# fetch_unit

$ cat src/rtl/fetch_unit.sv
// ============================================================================
// fetch_unit -- instruction-fetch front end
//
// Issues one instruction-memory read per PC value and keeps up to DEPTH
// in-order fetches in a circular queue. Completed entries are offered to
// IF_ID with valid/stall flow control. A branch redirect (flush) empties the
// queue and counts the reads still owed by memory so their responses are
// thrown away when they eventually arrive.
//
// Ports
//   clk, rst          rising-edge clock, synchronous active-high reset
//   pc_in             current PC from the PC register
//   fetch_stall       1 = hold the PC (no request accepted this cycle)
//   flush             redirect from EX, discards every older fetch
//   id_stall          IF_ID cannot accept the head entry this cycle
//   imem_req_*        read request channel (valid/ready, address)
//   imem_rsp_*        read response channel (in request order, data, fault)
//   if_valid          head entry complete and offered to IF_ID
//   if_pc/instr/err   fields of the head entry
// ============================================================================
module fetch_unit #(
    parameter int XLEN  = 32,
    parameter int ILEN  = 32,
    parameter int DEPTH = 4
) (
    input  logic            clk,
    input  logic            rst,
    input  logic [XLEN-1:0] pc_in,
    output logic            fetch_stall,
    input  logic            flush,
    input  logic            id_stall,
    output logic            imem_req_valid,
    input  logic            imem_req_ready,
    output logic [XLEN-1:0] imem_req_addr,
    input  logic            imem_rsp_valid,
    input  logic [ILEN-1:0] imem_rsp_data,
    input  logic            imem_rsp_err,
    output logic            if_valid,
    output logic [XLEN-1:0] if_pc,
    output logic [ILEN-1:0] if_instr,
    output logic            if_err
);

    localparam int PW = $clog2(DEPTH);
    localparam int CW = PW + 1;
    localparam logic [CW:0] DEPTH_W = (CW + 1)'(DEPTH);

    // Queue storage and per-entry completion flags
    logic [XLEN-1:0] q_pc    [DEPTH];
    logic [ILEN-1:0] q_instr [DEPTH];
    logic [DEPTH-1:0] q_err;
    logic [DEPTH-1:0] q_done;

    // head: oldest entry; tail: next free slot; rsp_ptr: oldest entry still
    // waiting for its response. Responses arrive in order, so the not-done
    // entries always form the contiguous range [rsp_ptr, tail).
    logic [PW-1:0] head;
    logic [PW-1:0] tail;
    logic [PW-1:0] rsp_ptr;
    logic [CW-1:0] count;     // allocated entries
    logic [CW-1:0] pend_cnt;  // allocated entries with done=0
    logic [CW-1:0] drop_cnt;  // abandoned reads still owed by memory

    logic          req_fire;
    logic          pop;
    logic          rsp_take;
    logic          rsp_drop;
    logic [CW:0]   outstanding;
    logic [CW-1:0] owed;
    logic [CW-1:0] flush_drop;

    assign outstanding = {1'b0, count} + {1'b0, drop_cnt};

    assign imem_req_valid = ~rst & ~flush & (outstanding < DEPTH_W);
    assign imem_req_addr  = pc_in;
    assign req_fire       = imem_req_valid & imem_req_ready;

    // The flush cycle releases the PC so it can load the redirect target.
    assign fetch_stall = rst | (~req_fire & ~flush);

    assign if_valid = ~rst & ~flush & (count != '0) & q_done[head];
    assign pop      = if_valid & ~id_stall;

    // Abandoned reads are retired first; only then does a response belong to
    // a live entry. A response with nothing owed is ignored.
    assign rsp_drop = ~rst & ~flush & imem_rsp_valid & (drop_cnt != '0);
    assign rsp_take = ~rst & ~flush & imem_rsp_valid & (drop_cnt == '0)
                    & (pend_cnt != '0);

    // On flush every not-yet-answered read joins the drop count; a response in
    // the flush cycle belongs to the old stream and retires one of them.
    assign owed       = drop_cnt + pend_cnt;
    assign flush_drop = owed - CW'(imem_rsp_valid && (owed != '0));

    assign if_pc    = rst ? '0 : q_pc[head];
    assign if_instr = rst ? '0 : q_instr[head];
    assign if_err   = rst ? 1'b0 : q_err[head];

    // Control state: pointers, counters and completion flags
    always_ff @(posedge clk) begin
        if (rst) begin
            head     <= '0;
            tail     <= '0;
            rsp_ptr  <= '0;
            count    <= '0;
            pend_cnt <= '0;
            drop_cnt <= '0;
            q_done   <= '0;
        end else if (flush) begin
            head     <= tail;
            rsp_ptr  <= tail;
            count    <= '0;
            pend_cnt <= '0;
            drop_cnt <= flush_drop;
            q_done   <= '0;
        end else begin
            if (req_fire) begin
                tail         <= tail + 1'b1;
                q_done[tail] <= 1'b0;
            end
            if (rsp_take) begin
                q_done[rsp_ptr] <= 1'b1;
                rsp_ptr         <= rsp_ptr + 1'b1;
            end
            if (pop) begin
                head <= head + 1'b1;
            end
            if (rsp_drop) begin
                drop_cnt <= drop_cnt - 1'b1;
            end
            count    <= count + CW'(req_fire) - CW'(pop);
            pend_cnt <= pend_cnt + CW'(req_fire) - CW'(rsp_take);
        end
    end

    // NOTE: payload storage is deliberately not reset; q_done and count
    // qualify every read, so stale contents are never presented as valid.
    always_ff @(posedge clk) begin
        if (req_fire) begin
            q_pc[tail] <= pc_in;
        end
        if (rsp_take) begin
            q_instr[rsp_ptr] <= imem_rsp_data;
            q_err[rsp_ptr]   <= imem_rsp_err;
        end
    end

`ifndef SYNTHESIS
    // A response with no live entry and no abandoned read is a memory
    // protocol violation.
    always_ff @(posedge clk) begin
        if (!rst) begin
            assert (!(imem_rsp_valid && pend_cnt == '0 && drop_cnt == '0))
                else $error("fetch_unit: imem response with nothing outstanding");
        end
    end
`endif

endmodule
$ cat config.mk
export PLATFORM = sky130hd
export DESIGN_NAME = fetch_unit
export DESIGN_NICKNAME = d
export VERILOG_FILES = /design/src/rtl/fetch_unit.sv
export SDC_FILE = /design/constraint.sdc
export NUM_CORES = 1
export LEC_CHECK = 0
export CAP_MARGIN = 20
export CORE_MARGIN = 4
export CORE_UTILIZATION = 40
export CTS_BUF_LIST = sky130_fd_sc_hd__clkbuf_8 sky130_fd_sc_hd__clkbuf_16
export CTS_CLUSTER_SIZE = 20
export DETAILED_ROUTE_END_ITERATION = 8
export HOLD_SLACK_MARGIN = 0.06
export PLACE_DENSITY = 0.69
export SLEW_MARGIN = 20
export SYNTH_ARGS = -nofsm -noshare
export SYNTH_HDL_FRONTEND = slang
export SYNTH_SLANG_ARGS = --single-unit
$ cat constraint.sdc
create_clock -name clk -period 8.12 [get_ports clk]
set_input_delay 2.436 -clock clk [delete_from_list [all_inputs] [get_ports clk]]
set_output_delay 2.436 -clock clk [all_outputs]
set_load 0.02 [all_outputs]
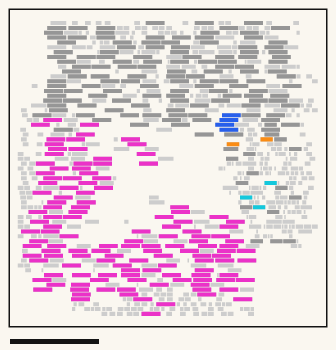
(fetch_unit/registers.png)
The bar under the picture is 50 um long.
- count: cyan (sequential cells 3)
- q_err: blue (sequential cells 4)
- head: orange (sequential cells 2)
- q_pc: magenta (sequential cells 128)

==> flow_summary.ini <==
; implementation run metrics
[synth]
ys_async_sr_fraction = 0
ys_top_cells_by_area = edfxtp_1 68%, mux4_2 13%, dfxtp_1 3.7%, nor2b_1 3.7%, buf_4 2.1%
syn-num-nets = 678
yosysCellCount = 585
synth_cells = 585

[setup_path]
critPathRequiredTime_ns = 5.68
crit_path_end_kind = output pin
critPathTopFamily = buffers and inverters
cp.buffers_inverters = 2

[run_status]
status = finished clean

[clock_tree]
ctsHoldBuffers = 0
cts_resized = 0
clk_latency_ns = 0.55

[final_timing]
fmax_ghz = 0.146
min_period_ns = 6.84
rsz0062_at_grt = no
fin_skew_ns = 0.0255

[placed_design]
dpl_cell_area_mm2 = 0.0133

[route]
vias = 5639

[power]
seq_power_w = 0.00162
p_comb_frac = 0.085
pwr-share-clk = 0.412

[global_routing]
first_global_vias = 6184
grtUsageTotal = 0.145

[cells_and_area]
diodes = 0
final_common_cell = edfxtp_1
final_cells = 1140
lay_top_cells = 260 x edfxtp_1, 169 x clkdlybuf4s50_1, 67 x nor2b_1

[floorplanning]
die_width_um = 177
die_area_mm2 = 0.0314
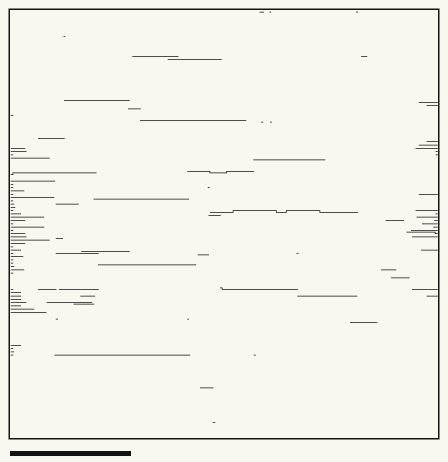
(fetch_unit/met3.png)
The bar under the picture is 50 um long.
- longest straight run: 55.8 um
- share of all routed wire: 4.3%

cells by family after synthesis:
family,after synthesis,synth area share
AND/OR/NAND/NOR,107,0.0602
AND-OR/OR-AND,22,0.0166
XOR/XNOR,6,0.00578
buffers and inverters,79,0.0425
adder cells (fa/ha/maj),22,0.0260
multiplexers,68,0.131
flip-flops,281,0.717
worst paths after layout:
kind / end / slack (ns) / depth (start not counted)
worst max register to register: pend_cnt[2]$_SDFF_PP0_ / 5.08 / 12
worst min-delay path: q_done[2]$_SDFF_PP0_ / 0.50 / 1
worst max-delay path: fetch_stall / 1.28 / 5
worst min register to register: q_done[2]$_SDFF_PP0_ / 0.50 / 1
final cells by class:
| class | count | area, um^2 |
|---|---|---|
| well taps | 378 | 473 |
| fillers | 2268 | 13700 |
| clock inverters | 22 | 186 |
| repair buffers | 178 | 1760 |
| flip-flops and latches | 281 | 8240 |
| clock buffers | 34 | 806 |
| inverters | 22 | 82.6 |
| multi-input cells | 225 | 2750 |
per-layer routing:
metal | wire length (um) | up-vias | track usage
met3 | 981 | 25 | 0.0239
met1 | 9770 | 2879 | 0.197
met4 | 345 | 0 | 0.0354
met2 | 11500 | 141 | 0.247
met5 | 0 | - | 0
li1 | - | 2594 | -

# sdram_burst_tester

==> sdram_burst_tester/cell_classes.png <==
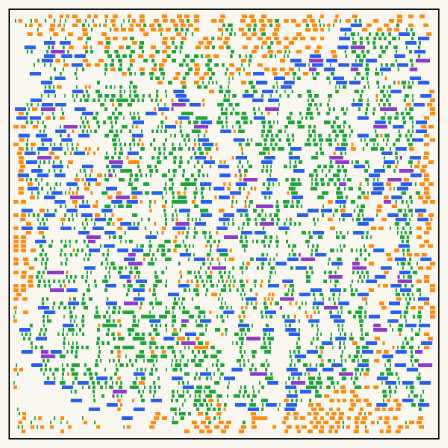
==> sdram_burst_tester/registers.png <==
The bar under the picture is 100 um long.
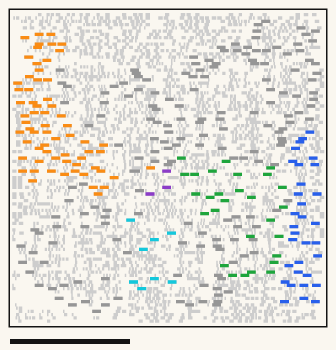
==> src/rtl/sdram_burst_tester.sv <==
// sdram_burst_tester: Avalon-MM traffic engine that writes a deterministic
// pattern in bursts and/or reads it back in bursts and counts mismatches.
// Optional build macro: SDRAM_TEST_TIMEOUT_EN enables a no-progress watchdog
// that aborts a stalled test after TIMEOUT_CYCLES cycles and raises timeout_o.
module sdram_burst_tester #(
  parameter int DATA_W         = 128,
  parameter int ADDR_W         = 28,
  parameter int BURST_W        = 8,
  parameter int CNT_W          = 32,
  parameter int TIMEOUT_CYCLES = 65536
) (
  input  logic                  clk_i,
  input  logic                  rst_i,
  input  logic                  start_i,
  input  logic [1:0]            mode_i,
  input  logic [ADDR_W-1:0]     base_addr_i,
  input  logic [CNT_W-1:0]      size_i,
  input  logic [BURST_W-1:0]    burst_len_i,
  output logic [ADDR_W-1:0]     avm_address_o,
  output logic [BURST_W-1:0]    avm_burstcount_o,
  output logic                  avm_write_o,
  output logic [DATA_W-1:0]     avm_writedata_o,
  output logic [DATA_W/8-1:0]   avm_byteenable_o,
  output logic                  avm_read_o,
  input  logic [DATA_W-1:0]     avm_readdata_i,
  input  logic                  avm_readdatavalid_i,
  input  logic                  avm_waitrequest_i,
  output logic                  busy_o,
  output logic                  done_o,
  output logic [CNT_W-1:0]      err_cnt_o,
  output logic [ADDR_W-1:0]     first_err_addr_o,
  output logic [CNT_W-1:0]      cycle_cnt_o,
  output logic                  timeout_o
);

  localparam int                HALF_W    = DATA_W / 2;
  localparam int                MAX_BURST = 2 ** (BURST_W - 1);
  localparam logic [BURST_W-1:0] BL_ONE   = BURST_W'(1);
  localparam logic [BURST_W-1:0] BL_MAX   = BURST_W'(MAX_BURST);
  localparam logic [CNT_W-1:0]   CNT_ONE  = CNT_W'(1);
  localparam logic [CNT_W-1:0]   CNT_ZERO = CNT_W'(0);
  localparam logic [CNT_W-1:0]   CNT_SAT  = {CNT_W{1'b1}};

  if ((DATA_W < 16) || ((DATA_W % 2) != 0) || (BURST_W < 2) || (TIMEOUT_CYCLES < 2)) begin : g_bad_params
    $error("sdram_burst_tester: illegal parameter set");
  end

  typedef enum logic [2:0] {
    S_IDLE,
    S_EMPTY,
    S_WR_BURST,
    S_RD_CMD,
    S_RD_DATA,
    S_FIN
  } state_t;

  // Pattern word for a global word index: {~idx, idx} split across the halves.
  function automatic logic [DATA_W-1:0] pattern_f(input logic [CNT_W-1:0] idx);
    logic [HALF_W-1:0] lo;
    lo = HALF_W'(idx);
    return {~lo, lo};
  endfunction

  // Requested burst length with 0 mapped to 1 and oversize clamped.
  function automatic logic [BURST_W-1:0] clamp_len_f(input logic [BURST_W-1:0] bl);
    if (bl == BURST_W'(0)) begin
      return BL_ONE;
    end else if (bl > BL_MAX) begin
      return BL_MAX;
    end else begin
      return bl;
    end
  endfunction

  // Length of the next burst: the configured length, shortened at the tail.
  function automatic logic [BURST_W-1:0] burst_len_f(input logic [CNT_W-1:0] rem,
                                                     input logic [BURST_W-1:0] bl);
    if (rem < CNT_W'(bl)) begin
      return BURST_W'(rem);
    end else begin
      return bl;
    end
  endfunction

  state_t              state_q;
  logic                do_read_q;
  logic [ADDR_W-1:0]   base_q;
  logic [BURST_W-1:0]  blen_q;
  logic [CNT_W-1:0]    rem_q;
  logic [CNT_W-1:0]    idx_q;
  logic [BURST_W-1:0]  beats_q;
  logic [ADDR_W-1:0]   avm_address_q;
  logic [BURST_W-1:0]  avm_burstcount_q;
  logic                avm_write_q;
  logic [DATA_W-1:0]   avm_writedata_q;
  logic                avm_read_q;
  logic                busy_q;
  logic                done_q;
  logic [CNT_W-1:0]    err_cnt_q;
  logic [ADDR_W-1:0]   first_err_addr_q;
  logic [CNT_W-1:0]    cycle_cnt_q;

  logic                wr_accept_d;
  logic                mismatch_d;
  logic [CNT_W-1:0]    rem_dec_d;
  logic [CNT_W-1:0]    idx_inc_d;
  logic [BURST_W-1:0]  next_len_d;
  logic [BURST_W-1:0]  start_len_d;
  logic [BURST_W-1:0]  rd_first_len_d;
  logic [ADDR_W-1:0]   next_addr_d;
  logic [ADDR_W-1:0]   beat_addr_d;

  // Next-burst bookkeeping and read-beat verification, derived from current state.
  always_comb begin
    wr_accept_d    = avm_write_q & ~avm_waitrequest_i;
    mismatch_d     = (state_q == S_RD_DATA) && avm_readdatavalid_i &&
                     (avm_readdata_i != pattern_f(idx_q));
    rem_dec_d      = rem_q - CNT_ONE;
    idx_inc_d      = idx_q + CNT_ONE;
    next_len_d     = burst_len_f(rem_dec_d, blen_q);
    start_len_d    = burst_len_f(size_i, clamp_len_f(burst_len_i));
    rd_first_len_d = burst_len_f(rem_q, blen_q);
    next_addr_d    = avm_address_q + ADDR_W'(avm_burstcount_q);
    beat_addr_d    = base_q + ADDR_W'(idx_q);
  end

`ifdef SDRAM_TEST_TIMEOUT_EN
  localparam int WD_W = $clog2(TIMEOUT_CYCLES + 1);
  localparam logic [WD_W-1:0] WD_LAST = WD_W'(TIMEOUT_CYCLES - 1);
  logic [WD_W-1:0] wd_q;
  logic            timeout_q;
  logic            progress_d;

  // Any write acceptance or returned read beat counts as forward progress.
  always_comb begin
    progress_d = wr_accept_d | avm_readdatavalid_i;
  end
`endif

  // Main sequencer: latches the job, walks write/read bursts, updates status.
  always_ff @(posedge clk_i) begin
    if (!rst_i) begin
      state_q          <= S_IDLE;
      do_read_q        <= 1'b0;
      base_q           <= '0;
      blen_q           <= '0;
      rem_q            <= '0;
      idx_q            <= '0;
      beats_q          <= '0;
      avm_address_q    <= '0;
      avm_burstcount_q <= '0;
      avm_write_q      <= 1'b0;
      avm_writedata_q  <= '0;
      avm_read_q       <= 1'b0;
      busy_q           <= 1'b0;
      done_q           <= 1'b0;
      err_cnt_q        <= '0;
      first_err_addr_q <= '0;
      cycle_cnt_q      <= '0;
`ifdef SDRAM_TEST_TIMEOUT_EN
      wd_q             <= '0;
      timeout_q        <= 1'b0;
`endif
    end else begin
      done_q <= 1'b0;
      if (busy_q) begin
        cycle_cnt_q <= cycle_cnt_q + CNT_ONE;
      end

      case (state_q)
        S_IDLE: begin
          if (start_i) begin
            do_read_q        <= mode_i[1];
            base_q           <= base_addr_i;
            blen_q           <= clamp_len_f(burst_len_i);
            rem_q            <= size_i;
            idx_q            <= '0;
            beats_q          <= start_len_d;
            avm_address_q    <= base_addr_i;
            avm_burstcount_q <= start_len_d;
            busy_q           <= 1'b1;
            err_cnt_q        <= '0;
            first_err_addr_q <= '0;
            cycle_cnt_q      <= '0;
`ifdef SDRAM_TEST_TIMEOUT_EN
            timeout_q        <= 1'b0;
`endif
            if (size_i == CNT_ZERO) begin
              state_q <= S_EMPTY;
            end else if (mode_i == 2'd1) begin
              state_q    <= S_RD_CMD;
              avm_read_q <= 1'b1;
            end else begin
              state_q         <= S_WR_BURST;
              avm_write_q     <= 1'b1;
              avm_writedata_q <= pattern_f(CNT_ZERO);
            end
          end
        end

        S_EMPTY: begin
          state_q <= S_FIN;
          busy_q  <= 1'b0;
          done_q  <= 1'b1;
        end

        S_WR_BURST: begin
          if (wr_accept_d) begin
            idx_q <= idx_inc_d;
            rem_q <= rem_dec_d;
            if (beats_q == BL_ONE) begin
              if (rem_q == CNT_ONE) begin
                avm_write_q <= 1'b0;
                if (do_read_q) begin
                  // Read-back restarts at the base with the first burst length.
                  state_q          <= S_RD_CMD;
                  avm_read_q       <= 1'b1;
                  avm_address_q    <= base_q;
                  avm_burstcount_q <= burst_len_f(idx_inc_d, blen_q);
                  beats_q          <= burst_len_f(idx_inc_d, blen_q);
                  rem_q            <= idx_inc_d;
                  idx_q            <= '0;
                end else begin
                  state_q <= S_FIN;
                  busy_q  <= 1'b0;
                  done_q  <= 1'b1;
                end
              end else begin
                avm_address_q    <= next_addr_d;
                avm_burstcount_q <= next_len_d;
                beats_q          <= next_len_d;
                avm_writedata_q  <= pattern_f(idx_inc_d);
              end
            end else begin
              beats_q         <= beats_q - BL_ONE;
              avm_writedata_q <= pattern_f(idx_inc_d);
            end
          end
        end

        S_RD_CMD: begin
          if (!avm_waitrequest_i) begin
            avm_read_q <= 1'b0;
            state_q    <= S_RD_DATA;
          end
        end

        S_RD_DATA: begin
          if (avm_readdatavalid_i) begin
            idx_q <= idx_inc_d;
            rem_q <= rem_dec_d;
            if (mismatch_d) begin
              if (err_cnt_q == CNT_ZERO) begin
                first_err_addr_q <= beat_addr_d;
              end
              if (err_cnt_q != CNT_SAT) begin
                err_cnt_q <= err_cnt_q + CNT_ONE;
              end
            end
            if (beats_q == BL_ONE) begin
              if (rem_q == CNT_ONE) begin
                state_q <= S_FIN;
                busy_q  <= 1'b0;
                done_q  <= 1'b1;
              end else begin
                state_q          <= S_RD_CMD;
                avm_read_q       <= 1'b1;
                avm_address_q    <= next_addr_d;
                avm_burstcount_q <= next_len_d;
                beats_q          <= next_len_d;
              end
            end else begin
              beats_q <= beats_q - BL_ONE;
            end
          end
        end

        S_FIN: begin
          state_q <= S_IDLE;
        end

        default: begin
          state_q     <= S_IDLE;
          busy_q      <= 1'b0;
          avm_write_q <= 1'b0;
          avm_read_q  <= 1'b0;
        end
      endcase

`ifdef SDRAM_TEST_TIMEOUT_EN
      // Watchdog: a long run of busy cycles without progress aborts the test.
      if (busy_q && !progress_d) begin
        if (wd_q == WD_LAST) begin
          wd_q        <= '0;
          avm_write_q <= 1'b0;
          avm_read_q  <= 1'b0;
          timeout_q   <= 1'b1;
          state_q     <= S_FIN;
          busy_q      <= 1'b0;
          done_q      <= 1'b1;
        end else begin
          wd_q <= wd_q + WD_W'(1);
        end
      end else begin
        wd_q <= '0;
      end
`endif
    end
  end

  assign avm_address_o    = avm_address_q;
  assign avm_burstcount_o = avm_burstcount_q;
  assign avm_write_o      = avm_write_q;
  assign avm_writedata_o  = avm_writedata_q;
  assign avm_byteenable_o = {(DATA_W/8){1'b1}};
  assign avm_read_o       = avm_read_q;
  assign busy_o           = busy_q;
  assign done_o           = done_q;
  assign err_cnt_o        = err_cnt_q;
  assign first_err_addr_o = first_err_addr_q;
  assign cycle_cnt_o      = cycle_cnt_q;
`ifdef SDRAM_TEST_TIMEOUT_EN
  assign timeout_o        = timeout_q;
`else
  assign timeout_o        = 1'b0;
`endif

endmodule
==> config.mk <==
export PLATFORM = sky130hd
export DESIGN_NAME = sdram_burst_tester
export DESIGN_NICKNAME = d
export VERILOG_FILES = /design/src/rtl/sdram_burst_tester.sv
export SDC_FILE = /design/constraint.sdc
export NUM_CORES = 1
export LEC_CHECK = 0
export CAP_MARGIN = 10
export CELL_PAD_IN_SITES_DETAIL_PLACEMENT = 1
export CELL_PAD_IN_SITES_GLOBAL_PLACEMENT = 2
export CORE_UTILIZATION = 28
export DETAILED_ROUTE_END_ITERATION = 7
export GPL_TIMING_DRIVEN = 0
export PLACE_DENSITY_LB_ADDON = 0.1
export SKIP_CTS_REPAIR_TIMING = 1
export SKIP_LAST_GASP = 1
export SYNTH_ARGS = -nofsm -noshare
export SYNTH_HDL_FRONTEND = slang
export SYNTH_SLANG_ARGS = --single-unit
==> constraint.sdc <==
create_clock -name clk_i -period 4.3 [get_ports clk_i]
set_clock_uncertainty 0.05 [all_clocks]
set_input_delay 0.645 -clock clk_i [delete_from_list [all_inputs] [get_ports clk_i]]
set_output_delay 0.645 -clock clk_i [all_outputs]
set_load 0.02 [all_outputs]
==> flow_summary.ini <==
; implementation run metrics
[placed_design]
port-buffer-count = 429

[floorplanning]
rows = 95

[synth]
ys_seq_elements = 309
synth_cells = 2536
top_area_cell = dfxtp_1
ys_async_sr_fraction = 0

[cells_and_area]
finish.utilization = 0.394
final_cells = 3980
logic_area_mm2 = 0.0120
area_growth_pct = 38.8
seq_cells = 309
layout-drive-gt1-share = 0.0930

[run_status]
status = finished clean

[global_routing]
overflow = 0

[final_timing]
setup_viol = 0
hold_viol = 0

[power]
pwr-share-clk = 0.211

[route]
dr.pass1.iters = 5

[clock_tree]
clk_latency_ns = 0.58

[worst_hold_path]
worstHoldPathType = register to register
## Picture notes: sdram_burst_tester/cell_classes.png
- other buffers and delay cells: orange (cells 682; share of their area 23%)
- flip-flops: blue (cells 309; share of their area 24%)
- clock drivers and dummy loads: purple (cells 71; share of their area 5.4%)
- all other logic: green (cells 2,045; share of their area 48%)

## Picture notes: sdram_burst_tester/registers.png
- blen_q: cyan (sequential cells 8; where bottom middle)
- avm_writedata_o: orange (sequential cells 65)
- avm_address_o: green (sequential cells 28)
- state_q: purple (sequential cells 3)
- cycle_cnt_o: blue (sequential cells 32)

[worst max-delay path, stage by stage, from the launching register on]
cell	delay (ns)
dfxtp_1	0.41
nor4_4	0.57
nand4_1	0.22
or2_1	0.30
or3_1	0.44
clkbuf_1	0.24
nor2_1	0.59
clkbuf_1	0.68
a22oi_1	0.30
o31a_1	0.19
o22ai_1	0.16
[per-stage QoR]
stage | total power [W] | setup TNS [ns]
5_1_grt | 0.0181 | -0.0898
2_1_floorplan | 0.00913 | 0
6_report | 0.0172 | 0
3_5_place_dp | 0.0132 | -27.39
3_3_place_gp | 0.0130 | -113.32
4_1_cts | 0.0168 | -21.91
[power by group through the flow]
stage               Combinational, W  Clock (W)  Sequential, W
global placement             0.00878          0        0.00417
global route                  0.0101    0.00381        0.00420
CTS                          0.00901    0.00370        0.00414
finish                       0.00943    0.00363        0.00413
floorplan                    0.00484          0        0.00429
detailed placement           0.00897          0        0.00419
[metal layers]
| metal | vias to the layer above | track usage |
|---|---|---|
| li1 | 10000 | - |
| met3 | 119 | 0.0403 |
| met5 | - | 0 |
| met4 | 0 | 0.0681 |
| met1 | 10600 | 0.353 |
| met2 | 633 | 0.473 |

# otp_ctrl_arb

==> otp_ctrl_arb/final_placement.png <==
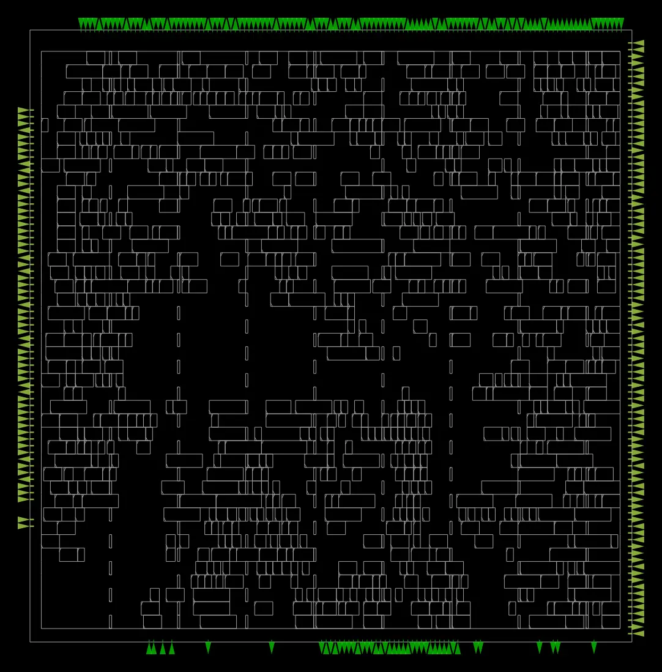
==> otp_ctrl_arb/density.png <==
The die is cut into 12 by 12 equal tiles; white is low, dark blue is high, 0 to 100% covered.
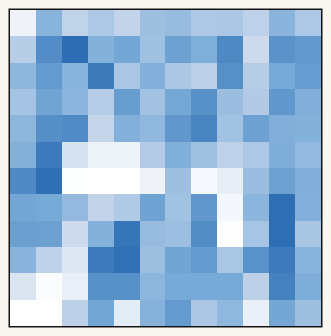
### src/rtl/otp_ctrl_arb.sv
// otp_ctrl_arb: round-robin arbiter/sequencer for the shared OTP macro command port.
// Optional response watchdog enabled by defining OTP_CTRL_ARB_TIMEOUT_EN.
module otp_ctrl_arb #(
    parameter int NumReq           = 4,
    parameter int TimeoutCycles    = 1024,
    parameter int OtpCmdWidth      = 3,
    parameter int OtpSizeWidth     = 2,
    parameter int OtpIfWidth       = 16,
    parameter int OtpAddrWidth     = 10,
    parameter int ScrmblBlockWidth = 64,
    parameter int OtpErrWidth      = 3
) (
    input  logic                             clk_i,
    input  logic                             rst_ni,
    input  logic [3:0]                       escalate_en_i,
    input  logic [NumReq-1:0]                req_i,
    input  logic [NumReq*OtpCmdWidth-1:0]    cmd_i,
    input  logic [NumReq*OtpSizeWidth-1:0]   size_i,
    input  logic [NumReq*OtpIfWidth-1:0]     wdata_i,
    input  logic [NumReq*OtpAddrWidth-1:0]   addr_i,
    output logic [NumReq-1:0]                gnt_o,
    output logic [NumReq-1:0]                rvalid_o,
    output logic [ScrmblBlockWidth-1:0]      rdata_o,
    output logic [OtpErrWidth-1:0]           err_o,
    output logic                             otp_req_o,
    output logic [OtpCmdWidth-1:0]           otp_cmd_o,
    output logic [OtpSizeWidth-1:0]          otp_size_o,
    output logic [OtpIfWidth-1:0]            otp_wdata_o,
    output logic [OtpAddrWidth-1:0]          otp_addr_o,
    input  logic                             otp_gnt_i,
    input  logic                             otp_rvalid_i,
    input  logic [ScrmblBlockWidth-1:0]      otp_rdata_i,
    input  logic [OtpErrWidth-1:0]           otp_err_i,
    output logic                             idle_o,
    output logic                             fsm_err_o,
    output logic                             timeout_err_o
);
    localparam int SelW = $clog2(NumReq);
    localparam logic [3:0] LcTxOff = 4'b1010;

    typedef enum logic [9:0] {
        IdleSt  = 10'b1010011001,
        ReqSt   = 10'b0101111001,
        WaitSt  = 10'b1010000110,
        ErrorSt = 10'b0101100110
    } state_e;

    state_e st_q, st_d;
    logic [SelW-1:0] sel_q, sel_d, ptr_q, ptr_d, pick, idx;
    logic esc, busy, to_hit;

    assign esc  = escalate_en_i != LcTxOff;
    assign busy = st_q == ReqSt || st_q == WaitSt;

    assign otp_cmd_o   = otp_req_o ? cmd_i[sel_q*OtpCmdWidth +: OtpCmdWidth] : '0;
    assign otp_size_o  = otp_req_o ? size_i[sel_q*OtpSizeWidth +: OtpSizeWidth] : '0;
    assign otp_wdata_o = otp_req_o ? wdata_i[sel_q*OtpIfWidth +: OtpIfWidth] : '0;
    assign otp_addr_o  = otp_req_o ? addr_i[sel_q*OtpAddrWidth +: OtpAddrWidth] : '0;

`ifdef OTP_CTRL_ARB_TIMEOUT_EN
    localparam int CntW = $clog2(TimeoutCycles + 1);
    logic [CntW-1:0] cnt_q;
    logic to_err_q;
    assign to_hit        = busy && cnt_q == CntW'(TimeoutCycles - 1);
    assign timeout_err_o = to_err_q;
    // Watchdog restarts with each new command and counts while it is in flight.
    always_ff @(posedge clk_i) begin
        if (!rst_ni) begin
            cnt_q    <= '0;
            to_err_q <= 1'b0;
        end else begin
            cnt_q    <= (st_q == IdleSt && st_d == ReqSt) ? '0 : busy ? cnt_q + 1'b1 : cnt_q;
            to_err_q <= to_err_q | to_hit;
        end
    end
`else
    logic [31:0] unused_timeout_cycles;
    assign unused_timeout_cycles = 32'(TimeoutCycles);
    assign to_hit        = 1'b0;
    assign timeout_err_o = 1'b0;
`endif

    // Round-robin search: the smallest offset from ptr_q with an active request wins.
    always_comb begin
        pick = ptr_q;
        idx  = ptr_q;
        for (int k = NumReq - 1; k >= 0; k--) begin
            idx = SelW'((int'(ptr_q) + k) % NumReq);
            if (req_i[idx]) pick = idx;
        end
    end

    // Next state and outputs; escalation and timeout override every other transition.
    always_comb begin
        st_d      = st_q;
        sel_d     = sel_q;
        ptr_d     = ptr_q;
        idle_o    = 1'b0;
        otp_req_o = 1'b0;
        gnt_o     = '0;
        rvalid_o  = '0;
        rdata_o   = '0;
        err_o     = '0;
        case (st_q)
            IdleSt: begin
                idle_o = 1'b1;
                if (otp_rvalid_i) begin
                    st_d = ErrorSt;
                end else if (|req_i) begin
                    st_d  = ReqSt;
                    sel_d = pick;
                end
            end
            ReqSt: begin
                otp_req_o = 1'b1;
                if (otp_gnt_i) begin
                    gnt_o = NumReq'(1) << sel_q;
                    st_d  = WaitSt;
                end
                if (otp_rvalid_i) st_d = ErrorSt;
            end
            WaitSt: begin
                if (otp_rvalid_i) begin
                    rvalid_o = NumReq'(1) << sel_q;
                    rdata_o  = otp_rdata_i;
                    err_o    = otp_err_i;
                    ptr_d    = sel_q == SelW'(NumReq - 1) ? '0 : sel_q + 1'b1;
                    st_d     = IdleSt;
                end
            end
            ErrorSt: st_d = ErrorSt;
            default: st_d = ErrorSt;
        endcase
        if (esc || to_hit) st_d = ErrorSt;
        fsm_err_o = st_q != ErrorSt && st_d == ErrorSt;
    end

    // State, owner index and priority pointer registers.
    always_ff @(posedge clk_i) begin
        if (!rst_ni) begin
            st_q  <= IdleSt;
            sel_q <= '0;
            ptr_q <= '0;
        end else begin
            st_q  <= st_d;
            sel_q <= sel_d;
            ptr_q <= ptr_d;
        end
    end
endmodule

### config.mk
export PLATFORM = sky130hd
export DESIGN_NAME = otp_ctrl_arb
export DESIGN_NICKNAME = d
export VERILOG_FILES = /design/src/rtl/otp_ctrl_arb.sv
export SDC_FILE = /design/constraint.sdc
export NUM_CORES = 1
export LEC_CHECK = 0
export ABC_AREA = 1
export CAP_MARGIN = 20
export CORE_AREA = 2 2 120 122
export DETAILED_ROUTE_END_ITERATION = 6
export DIE_AREA = 0 0 122 124
export PLACE_DENSITY_LB_ADDON = 0.08
export SETUP_SLACK_MARGIN = 0.5
export SLEW_MARGIN = 20
export SYNTH_ARGS = -nofsm -noshare
export SYNTH_HDL_FRONTEND = slang
export SYNTH_SLANG_ARGS = --single-unit
export TNS_END_PERCENT = 100
### constraint.sdc
create_clock -name clk_i -period 3.9 [get_ports clk_i]
set_input_delay 0.585 -clock clk_i [delete_from_list [all_inputs] [get_ports clk_i]]
set_output_delay 0.585 -clock clk_i [all_outputs]
set_load 0.05 [all_outputs]
==> flow_summary.ini <==
; implementation run metrics
[run_status]
status = finished clean

[floorplanning]
core_mm2 = 0.0137
rows = 43

[global_routing]
top_usage_layer = met2
overflow = 0
grt_util_met3 = 0.0421
use_met2 = 0.336

[synth]
yosysTopAreaCellShare = 0.313
top_area_cell = nor2_1
postSynthSeqShare = 0.108

[power]
pwr-share-clk = 0.329
power_switching_w = 0.000144
sw_frac_of_total = 0.221

[cells_and_area]
seq_share = 0.0435
comb_share = 0.293
dominant-cell-class = non-clock buffers
diodes = 0
final_common_cell = nor2_1

[final_timing]
min_period_ns = 2.94

[clock_tree]
cts_tree = built
cts_buffers = 3

[route]
drt_iter0_drc = 149
## Picture notes: otp_ctrl_arb/final_placement.png
Layout Utilization: 0.472
Tapcell Cnt: 180

## Picture notes: otp_ctrl_arb/density.png
- emptiest ninth of the die: bottom left
- densest ninth of the die: bottom middle
- tiles over 75% full: 0.70%
- fullest tile: 76%
- mean over tiles: 41%

worst paths after layout:
path | from | to | slack, ns | cells after the start
worst max-delay path | sel_q[0]$_SDFFE_PN0P_ | gnt_o[3] | 0.96 | 5
worst min register to register | ptr_q[1]$_SDFFE_PN0P_ | ptr_q[1]$_SDFFE_PN0P_ | 0.62 | 2
worst max register to register | sel_q[1]$_SDFFE_PN0P_ | ptr_q[1]$_SDFFE_PN0P_ | 1.80 | 5
worst min-delay path | ptr_q[1]$_SDFFE_PN0P_ | ptr_q[1]$_SDFFE_PN0P_ | 0.62 | 2
state kept, by name (all words and copies together), names as in the netlist:
name / flops
st_q: 10
ptr_q: 2
sel_q: 2
cells by family (layout without fill, tap and decap cells):
group           count (synthesis)  after routing  share of synthesized area
other cells                     1              1                    0.00144
flops                          14             14                      0.108
buf+inv                        99            387                      0.161
compound gates                106            106                      0.207
simple gates                  331            331                      0.504
fa+ha+maj                       4              4                     0.0193
synth_stat cells (all sizes together):
library cell and count:
ha 4, nor3 2, nand4 4, buf 16
inv 63, clkinv 1, a21oi 35, nor2 220
o211ai 1, nand2 90, conb 1, nand3 15
o21ai 70, clkbuf 19, dfxtp 14

# dma_bus_arbiter

==> dma_bus_arbiter/density.png <==
The die is cut into 9 by 9 equal tiles; white is low, dark blue is high, 0 to 100% covered.
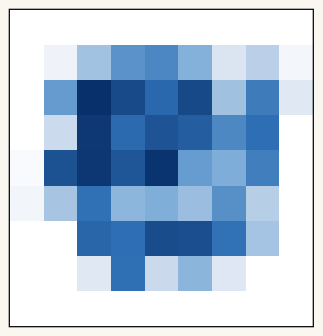
==> dma_bus_arbiter/met3.png <==
The bar under the picture is 10 um long.
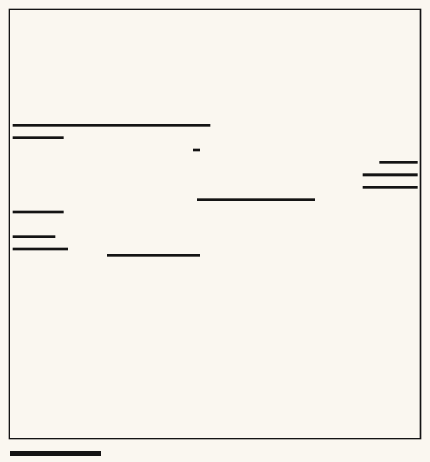
### config.mk
export PLATFORM = sky130hd
export DESIGN_NAME = dma_bus_arbiter
export DESIGN_NICKNAME = d
export VERILOG_FILES = /design/src/rtl/dma_pkg.sv /design/src/rtl/dma_bus_arbiter.sv
export SDC_FILE = /design/constraint.sdc
export NUM_CORES = 1
export LEC_CHECK = 0
export CORE_AREA = 4 4 41 43
export DETAILED_ROUTE_END_ITERATION = 8
export DIE_AREA = 0 0 45 47
export HOLD_SLACK_MARGIN = 0.1
export PLACE_DENSITY = 0.69
export SLEW_MARGIN = 25
export SYNTH_ARGS = -nofsm -noshare
export SYNTH_HDL_FRONTEND = slang
export SYNTH_SLANG_ARGS = --single-unit
### constraint.sdc
create_clock -name CLK -period 1.9 [get_ports CLK]
set_input_delay 0.19 -clock CLK [delete_from_list [all_inputs] [get_ports CLK]]
set_output_delay 0.19 -clock CLK [all_outputs]
set_load 0.01 [all_outputs]
### src/rtl/dma_pkg.sv
// Shared types and constants for the DMA bus arbiter.
package dma_pkg;

    // Arbiter ownership states
    typedef enum logic [1:0] {
        CPU    = 2'd0,
        TURN_D = 2'd1,
        DMA    = 2'd2,
        TURN_C = 2'd3
    } state_e;

    // Transfer mode as presented by the DMAC
    typedef enum logic {
        MODE_BURST       = 1'b0,
        MODE_TRANSPARENT = 1'b1
    } mode_e;

    // BUS_OWNER encodings
    localparam logic [1:0] OWN_CPU  = 2'b00;
    localparam logic [1:0] OWN_DMA  = 2'b01;
    localparam logic [1:0] OWN_TURN = 2'b10;

    // Width needed to hold 0..maxBurst, never less than one bit
    function automatic int burstCountWidth(input int maxBurst);
        return (maxBurst < 1) ? 1 : $clog2(maxBurst + 1);
    endfunction

endpackage

### src/rtl/dma_bus_arbiter.sv
// Bus arbiter between the CPU and the DMAC: burst mode with a bounded burst
// length, transparent mode that hands idle CPU cycles to the DMAC, and a
// one-cycle turnaround on every ownership change. All outputs are registered.
module dma_bus_arbiter
    import dma_pkg::*;
#(
    parameter int MAX_BURST = 8
) (
    input  logic       CLK,
    input  logic       RST,
    input  logic       HLD,
    input  logic       EOP,
    input  logic       MODE,
    input  logic       CPU_BREQ,
    input  logic       CPU_CYC,
    output logic       HLDA,
    output logic       BG,
    output logic       CPU_GNT,
    output logic [1:0] BUS_OWNER,
    output logic       PREEMPT
);

    localparam int             CW    = burstCountWidth(MAX_BURST);
    localparam logic [CW-1:0]  LIMIT = CW'((MAX_BURST > 0) ? (MAX_BURST - 1) : 0);

    state_e         r_state;
    mode_e          r_modeQ;
    logic           r_eopBlock;
    logic [CW-1:0]  r_count;

    state_e         w_nextState;
    mode_e          w_nextMode;
    logic           w_atLimit;
    logic           w_preempt;
    logic           w_eopExit;
    logic           w_stayDma;
    logic [CW-1:0]  w_nextCount;
    logic           w_nextEopBlock;
    logic           w_hldaNext;
    logic           w_bgNext;
    logic           w_gntNext;
    logic [1:0]     w_ownerNext;

    assign w_atLimit = (MAX_BURST != 0) && (r_count == LIMIT);

    // Next-state decision; EOP outranks HLD and the burst limit while in DMA
    always_comb begin
        w_nextState = r_state;
        w_nextMode  = r_modeQ;
        w_preempt   = 1'b0;
        w_eopExit   = 1'b0;
        case (r_state)
            CPU: begin
                if (HLD && !CPU_CYC && !r_eopBlock) begin
                    w_nextState = TURN_D;
                    w_nextMode  = mode_e'(MODE);
                end
            end
            TURN_D: begin
                w_nextState = HLD ? DMA : TURN_C;
            end
            DMA: begin
                if (EOP) begin
                    w_nextState = TURN_C;
                    w_eopExit   = 1'b1;
                end else if (!HLD) begin
                    w_nextState = TURN_C;
                end else if (r_modeQ == MODE_BURST && w_atLimit && CPU_BREQ) begin
                    w_nextState = TURN_C;
                    w_preempt   = 1'b1;
                end
            end
            TURN_C: begin
                w_nextState = CPU;
            end
            default: begin
                w_nextState = CPU;
            end
        endcase
    end

    // Burst counter restarts on every DMA entry and saturates at the limit so
    // an idle CPU lets the DMAC keep the bus; eop_block remembers a finished
    // transfer until the DMAC drops HLD
    always_comb begin
        w_stayDma = (r_state == DMA) && (w_nextState == DMA);
        if (!w_stayDma) begin
            w_nextCount = '0;
        end else if (w_atLimit) begin
            w_nextCount = r_count;
        end else begin
            w_nextCount = r_count + CW'(1);
        end

        if (!HLD) begin
            w_nextEopBlock = 1'b0;
        end else if (w_eopExit) begin
            w_nextEopBlock = 1'b1;
        end else begin
            w_nextEopBlock = r_eopBlock;
        end
    end

    // Output values for the cycle after the coming edge; in transparent mode
    // the grant follows the CPU request seen at that edge
    always_comb begin
        w_hldaNext  = 1'b0;
        w_bgNext    = 1'b0;
        w_gntNext   = 1'b0;
        w_ownerNext = OWN_TURN;
        case (w_nextState)
            CPU: begin
                w_gntNext   = 1'b1;
                w_ownerNext = OWN_CPU;
            end
            DMA: begin
                w_hldaNext = 1'b1;
                if (w_nextMode == MODE_TRANSPARENT && CPU_BREQ) begin
                    w_gntNext   = 1'b1;
                    w_ownerNext = OWN_CPU;
                end else begin
                    w_bgNext    = 1'b1;
                    w_ownerNext = OWN_DMA;
                end
            end
            default: begin
                w_ownerNext = OWN_TURN;
            end
        endcase
    end

    // State and registered outputs; reset drops HLDA immediately, no turnaround
    always_ff @(posedge CLK) begin
        if (RST) begin
            r_state    <= CPU;
            r_modeQ    <= MODE_BURST;
            r_eopBlock <= 1'b0;
            r_count    <= '0;
            HLDA       <= 1'b0;
            BG         <= 1'b0;
            CPU_GNT    <= 1'b1;
            BUS_OWNER  <= OWN_CPU;
            PREEMPT    <= 1'b0;
        end else begin
            r_state    <= w_nextState;
            r_modeQ    <= w_nextMode;
            r_eopBlock <= w_nextEopBlock;
            r_count    <= w_nextCount;
            HLDA       <= w_hldaNext;
            BG         <= w_bgNext;
            CPU_GNT    <= w_gntNext;
            BUS_OWNER  <= w_ownerNext;
            PREEMPT    <= w_preempt;
        end
    end

endmodule

==> flow_summary.ini <==
; implementation run metrics
[setup_path]
worstPathMaxFanout = 3
r2r_setup_slack_ns = 0.25
startpoint = HLD

[cells_and_area]
logic_area_um2 = 278
final_cells = 86
regArea_um2 = 280
lay_top_cells = 14 x dfxtp_1, 12 x clkdlybuf4s50_1, 6 x nor2_1

[route]
vias = 446
antenna_left = 0
dr.pass1.iters = 2

[final_timing]
setup_viol = 0
slew_headroom = 0.713
finalWorstSetupSlack_ns = 0.198
rsz0062_at_grt = no

[clock_tree]
post_cts_buffers = 0
clock_path_buffers = 2

[synth]
yosysCellCount = 54
synth.distinct_cells = 25

[run_status]
status = finished clean

[power]
p_leak_nw = 0.274

[placed_design]
dpl_cell_area_um2 = 712

[global_routing]
antenna_found_initial = 0
## Picture notes: dma_bus_arbiter/density.png
- nearly empty tiles: 38%
- densest ninth of the die: middle
- emptiest ninth of the die: bottom left
- fullest tile: 100%

## Picture notes: dma_bus_arbiter/met3.png
- longest straight run: 21.4 um
- share of all routed wire: 7.9%
- main direction: horizontal

## cell type report
cell class                      instances  area share
Clock buffer                            4      0.0485
Multi-Input combinational cell         39       0.371
Sequential cell                        14       0.375
Tap cell                               15      0.0251
Timing Repair Buffer                   14       0.181
## power groups by stage
| stage | Sequential, W | Clock, W | Combinational, W |
|---|---|---|---|
| after global placement | 0.000357 | 0 | 0.000184 |
| after detailed placement | 0.000356 | 0 | 0.000183 |
| after global routing | 0.000356 | 0.000220 | 0.000198 |
| final | 0.000350 | 0.000206 | 0.000184 |
| after CTS | 0.000350 | 0.000214 | 0.000184 |
| after floorplan | 0.000367 | 0 | 0.0000881 |
## critical path: stages
cell	delay [ns]
clkdlybuf4s50_1	0.50
nand2b_1	0.08
nor4_1	0.33
mux2_1	0.42
a2111oi_2	0.35
## per-layer routing
metal	routed length (um)	global-route usage	vias up
li1	-	-	233
met1	493	0.144	199
met2	432	0.184	11
met3	80	0.0690	3
met4	11	0.0351	0
met5	0	0	-
## cell families after synthesis
| logic type | Yosys count |
|---|---|
| simple gates | 25 |
| flops | 14 |
| compound gates | 9 |
| xor+xnor | 2 |
| mux | 2 |
| buf+inv | 1 |
| fa+ha+maj | 1 |

# sync_fifo_ctrl

==> sync_fifo_ctrl/cell_classes.png <==
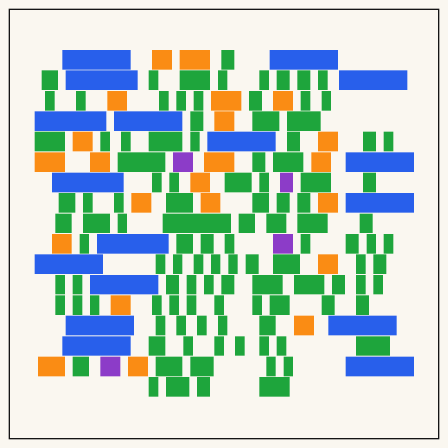
==> sync_fifo_ctrl/final_placement.png <==
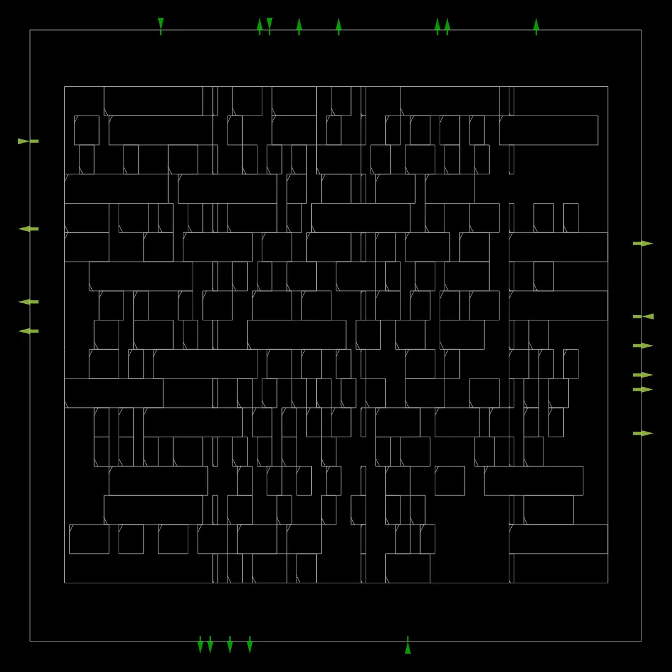
**config.mk**
```make
export PLATFORM = sky130hd
export DESIGN_NAME = sync_fifo_ctrl
export DESIGN_NICKNAME = d
export VERILOG_FILES = /design/src/rtl/fifo_pkg.sv /design/src/rtl/fifo_ptr.sv /design/src/rtl/sync_fifo_ctrl.sv
export SDC_FILE = /design/constraint.sdc
export NUM_CORES = 1
export LEC_CHECK = 0
export ABC_AREA = 1
export ABC_CLOCK_PERIOD_IN_PS = 1400
export CELL_PAD_IN_SITES_DETAIL_PLACEMENT = 1
export CELL_PAD_IN_SITES_GLOBAL_PLACEMENT = 1
export CORE_MARGIN = 3
export CORE_UTILIZATION = 39
export DETAILED_ROUTE_END_ITERATION = 10
export DONT_BUFFER_PORTS = 1
export PLACE_DENSITY = 0.79
export REMOVE_ABC_BUFFERS = 1
export SYNTH_ARGS = -nofsm -noshare
export SYNTH_HDL_FRONTEND = slang
export SYNTH_SLANG_ARGS = --single-unit
export TNS_END_PERCENT = 20
```
**constraint.sdc**
```tcl
create_clock -name clk -period 1.4 [get_ports clk]
set_input_delay 0.35 -clock clk [delete_from_list [all_inputs] [get_ports clk]]
set_output_delay 0.35 -clock clk [all_outputs]
set_load 0.005 [all_outputs]
```
**src/rtl/fifo_pkg.sv**
```systemverilog
// Shared defaults for the synchronous FIFO controller.
// Pointer/count widths here track the default depth; modules re-derive them from their own parameters.
package fifo_pkg;
    localparam int FIFO_DEPTH     = 16;
    localparam int FIFO_PTR_WIDTH = $clog2(FIFO_DEPTH);
    localparam int FIFO_AF_THRESH = FIFO_DEPTH - 2;
    localparam int FIFO_AE_THRESH = 2;

    typedef logic [FIFO_PTR_WIDTH:0] ptr_t;
    typedef logic [FIFO_PTR_WIDTH:0] cnt_t;
endpackage

```
**src/rtl/fifo_ptr.sv**
```systemverilog
// Binary pointer counter with wrap bit: increments on inc, sync clear wins over inc.
// Latency: new value visible one edge after inc; async reset to zero.
// Backpressure: none, the caller gates inc.
module fifo_ptr #(
    parameter int W = 5
) (
    input  logic         clk,
    input  logic         rst,
    input  logic         inc,
    input  logic         clr,
    output logic [W-1:0] ptr
);
    always_ff @(posedge clk or posedge rst) begin
        if (rst)
            ptr <= '0;
        else if (clr)
            ptr <= '0;
        else if (inc)
            ptr <= ptr + W'(1);
    end
endmodule

```
**src/rtl/sync_fifo_ctrl.sv**
```systemverilog
// Single-clock FIFO controller for fifo_mem: pointers, occupancy and registered status flags.
// Latency: push written at the accepting edge, visible on r_data the next cycle; flags never lag count.
// Backpressure: push dropped while full, pop dropped while empty; optional sticky errors via SYNC_FIFO_CTRL_ERR_EN.
module sync_fifo_ctrl
    import fifo_pkg::*;
#(
    parameter int DEPTH     = FIFO_DEPTH,
    parameter int PTR_WIDTH = $clog2(DEPTH),
    parameter int AF_THRESH = DEPTH - 2,
    parameter int AE_THRESH = FIFO_AE_THRESH
) (
    input  logic                 clk,
    input  logic                 rst,
    input  logic                 push,
    input  logic                 pop,
    input  logic                 flush,
    output logic                 mem_w_en,
    output logic [PTR_WIDTH-1:0] mem_w_addr,
    output logic [PTR_WIDTH-1:0] mem_r_addr,
    output logic                 full,
    output logic                 empty,
    output logic                 almost_full,
    output logic                 almost_empty,
    output logic [PTR_WIDTH:0]   count
`ifdef SYNC_FIFO_CTRL_ERR_EN
    ,
    input  logic                 err_clr,
    output logic                 overflow,
    output logic                 underflow
`endif
);
    typedef logic [PTR_WIDTH:0] lcnt_t;

    localparam lcnt_t DEPTH_C = lcnt_t'(DEPTH);
    localparam lcnt_t AF_C    = lcnt_t'(AF_THRESH);
    localparam lcnt_t AE_C    = lcnt_t'(AE_THRESH);

    logic [PTR_WIDTH:0] w_ptr;
    logic [PTR_WIDTH:0] r_ptr;
    lcnt_t              count_next;
    logic               wr_acc;
    logic               rd_acc;

    assign wr_acc     = push && !full && !flush;
    assign rd_acc     = pop && !empty && !flush;
    assign mem_w_en   = wr_acc;
    assign mem_w_addr = w_ptr[PTR_WIDTH-1:0];
    assign mem_r_addr = r_ptr[PTR_WIDTH-1:0];

    fifo_ptr #(.W(PTR_WIDTH + 1)) u_w_ptr (
        .clk (clk),
        .rst (rst),
        .inc (wr_acc),
        .clr (flush),
        .ptr (w_ptr)
    );

    fifo_ptr #(.W(PTR_WIDTH + 1)) u_r_ptr (
        .clk (clk),
        .rst (rst),
        .inc (rd_acc),
        .clr (flush),
        .ptr (r_ptr)
    );

    always_comb begin
        count_next = count;
        if (flush)
            count_next = '0;
        else if (wr_acc && !rd_acc)
            count_next = count + lcnt_t'(1);
        else if (rd_acc && !wr_acc)
            count_next = count - lcnt_t'(1);
    end

    // Flags come from count_next so they settle at the same edge as the pointers.
    always_ff @(posedge clk or posedge rst) begin
        if (rst) begin
            count        <= '0;
            full         <= 1'b0;
            empty        <= 1'b1;
            almost_full  <= 1'b0;
            almost_empty <= 1'b1;
        end else begin
            count        <= count_next;
            full         <= (count_next == DEPTH_C);
            empty        <= (count_next == '0);
            almost_full  <= (count_next >= AF_C);
            almost_empty <= (count_next <= AE_C);
        end
    end

`ifdef SYNC_FIFO_CTRL_ERR_EN
    always_ff @(posedge clk or posedge rst) begin
        if (rst) begin
            overflow  <= 1'b0;
            underflow <= 1'b0;
        end else begin
            if (push && full && !flush)
                overflow <= 1'b1;
            else if (err_clr)
                overflow <= 1'b0;
            if (pop && empty && !flush)
                underflow <= 1'b1;
            else if (err_clr)
                underflow <= 1'b0;
        end
    end
`endif
endmodule

```
==> flow_summary.ini <==
; implementation run metrics
[synth]
top_area_cell = dfrtp_1
synth.most_common_cell = nand2_1
common_cells = 31 x nand2_1, 16 x inv_1, 15 x dfrtp_1, 14 x nand3_1, 14 x nor2_1
ys_async_sr_fraction = 1.00

[run_status]
status = finished, violations left
failed_checks = setup timing

[cells_and_area]
regMostFlops = count
final_area_mm2 = 0.00132
logic_area_um2 = 572

[final_timing]
finalWorstSetupSlack_ns = -0.0639
setup_viol = 6
min_period_ns = 1.46

[power]
intPower_w = 0.000955
power_frac_seq = 0.422
powerDensity_mw_per_mm2 = 1170
p_clk_w = 0.000280

[job]
maxCapViolCount = 0
warnings = 28

[global_routing]
grtUsageTotal = 0.200
grt_util_met1 = 0.210
grt_util_met3 = 0.0566

[route]
top_layer_used = met4

[clock_tree]
clk_latency_ns = 0.31

[setup_path]
cp.buffers_inverters = 2
worstPathMaxFanout = 5
critical_path_class = register to register
cp-start-kind = register
Notes on sync_fifo_ctrl/cell_classes.png above:
- all other logic: green (cells 112; share of their area 50%)
- clock drivers and dummy loads: purple (cells 4; share of their area 2.1%)
- flip-flops: blue (cells 17; share of their area 33%)
- other buffers and delay cells: orange (cells 22; share of their area 14%)

Notes on sync_fifo_ctrl/final_placement.png above:
Tapcell Cnt: 28
Layout Utilization: 0.565
flip-flops: 17
Post-Layout Cell Count: 183
Layout fillers: 291

[worst min-delay path, cell delays in order]
cell and delay, ns:
inv_2 0.05, o21ai_0 0.08, a21oi_1 0.04
[cells by family after synthesis]
logic type                 after synthesis  share of synthesized area
DFF                                     17                      0.423
and+or+nand+nor                         76                      0.377
adders and majority gates                4                     0.0494
xor gates and xnor gates                 2                     0.0173
AOI/OAI and AO/OA                       10                     0.0494
buffers and inverters                   22                     0.0841
[final timing paths]
check | endpoint | slack (ns)
max in group asynchronous | almost_empty$_DFF_PP1_ | 0.62
setup reg to reg | full$_DFF_PP0_ | -0.06
hold / removal | u_w_ptr.ptr[3]$_DFFE_PP0P_ | 0.25
setup / recovery | full$_DFF_PP0_ | -0.06
hold reg to reg | u_w_ptr.ptr[3]$_DFFE_PP0P_ | 0.49
min in group asynchronous | u_r_ptr.ptr[0]$_DFFE_PP0P_ | 0.53
[layout make-up]
cell class / instances / share of cell area
well taps: 28 / 0.0265
repair buffers: 22 / 0.138
clock buffers: 3 / 0.0170
inverters: 20 / 0.0568
clock inverters: 1 / 0.00378
multi-input cells: 92 / 0.432
flip-flops and latches: 17 / 0.325


==> screenshots <==
Placement view.
Plate I
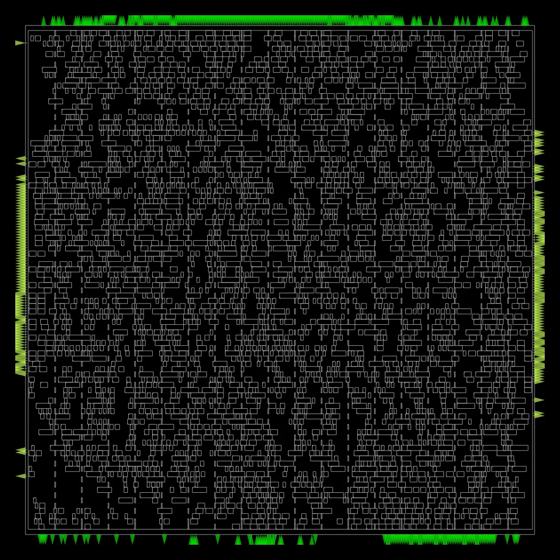
Plate II
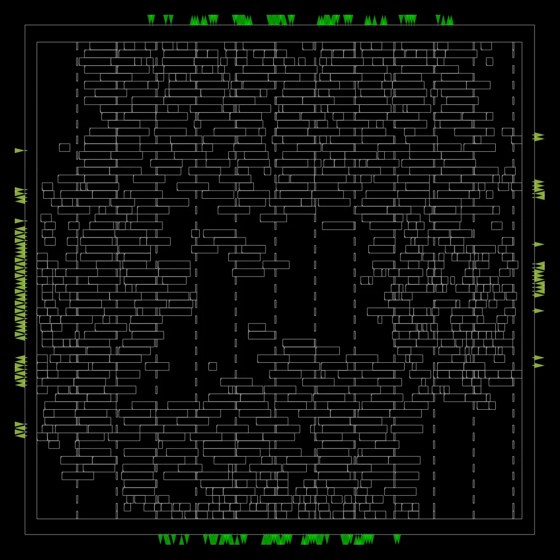
Plate III
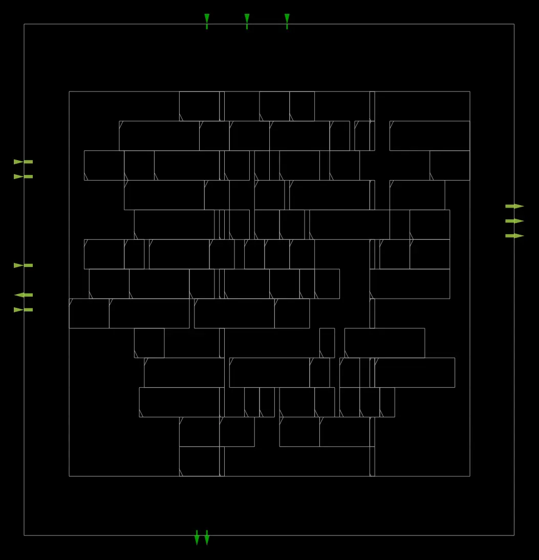
Of these, fewest cells: Plate III
Plate III -> dma_bus_arbiter
Plate II -> fetch_unit
Plate I -> sdram_burst_tester

Power is estimated from default activity; no workload was simulated.
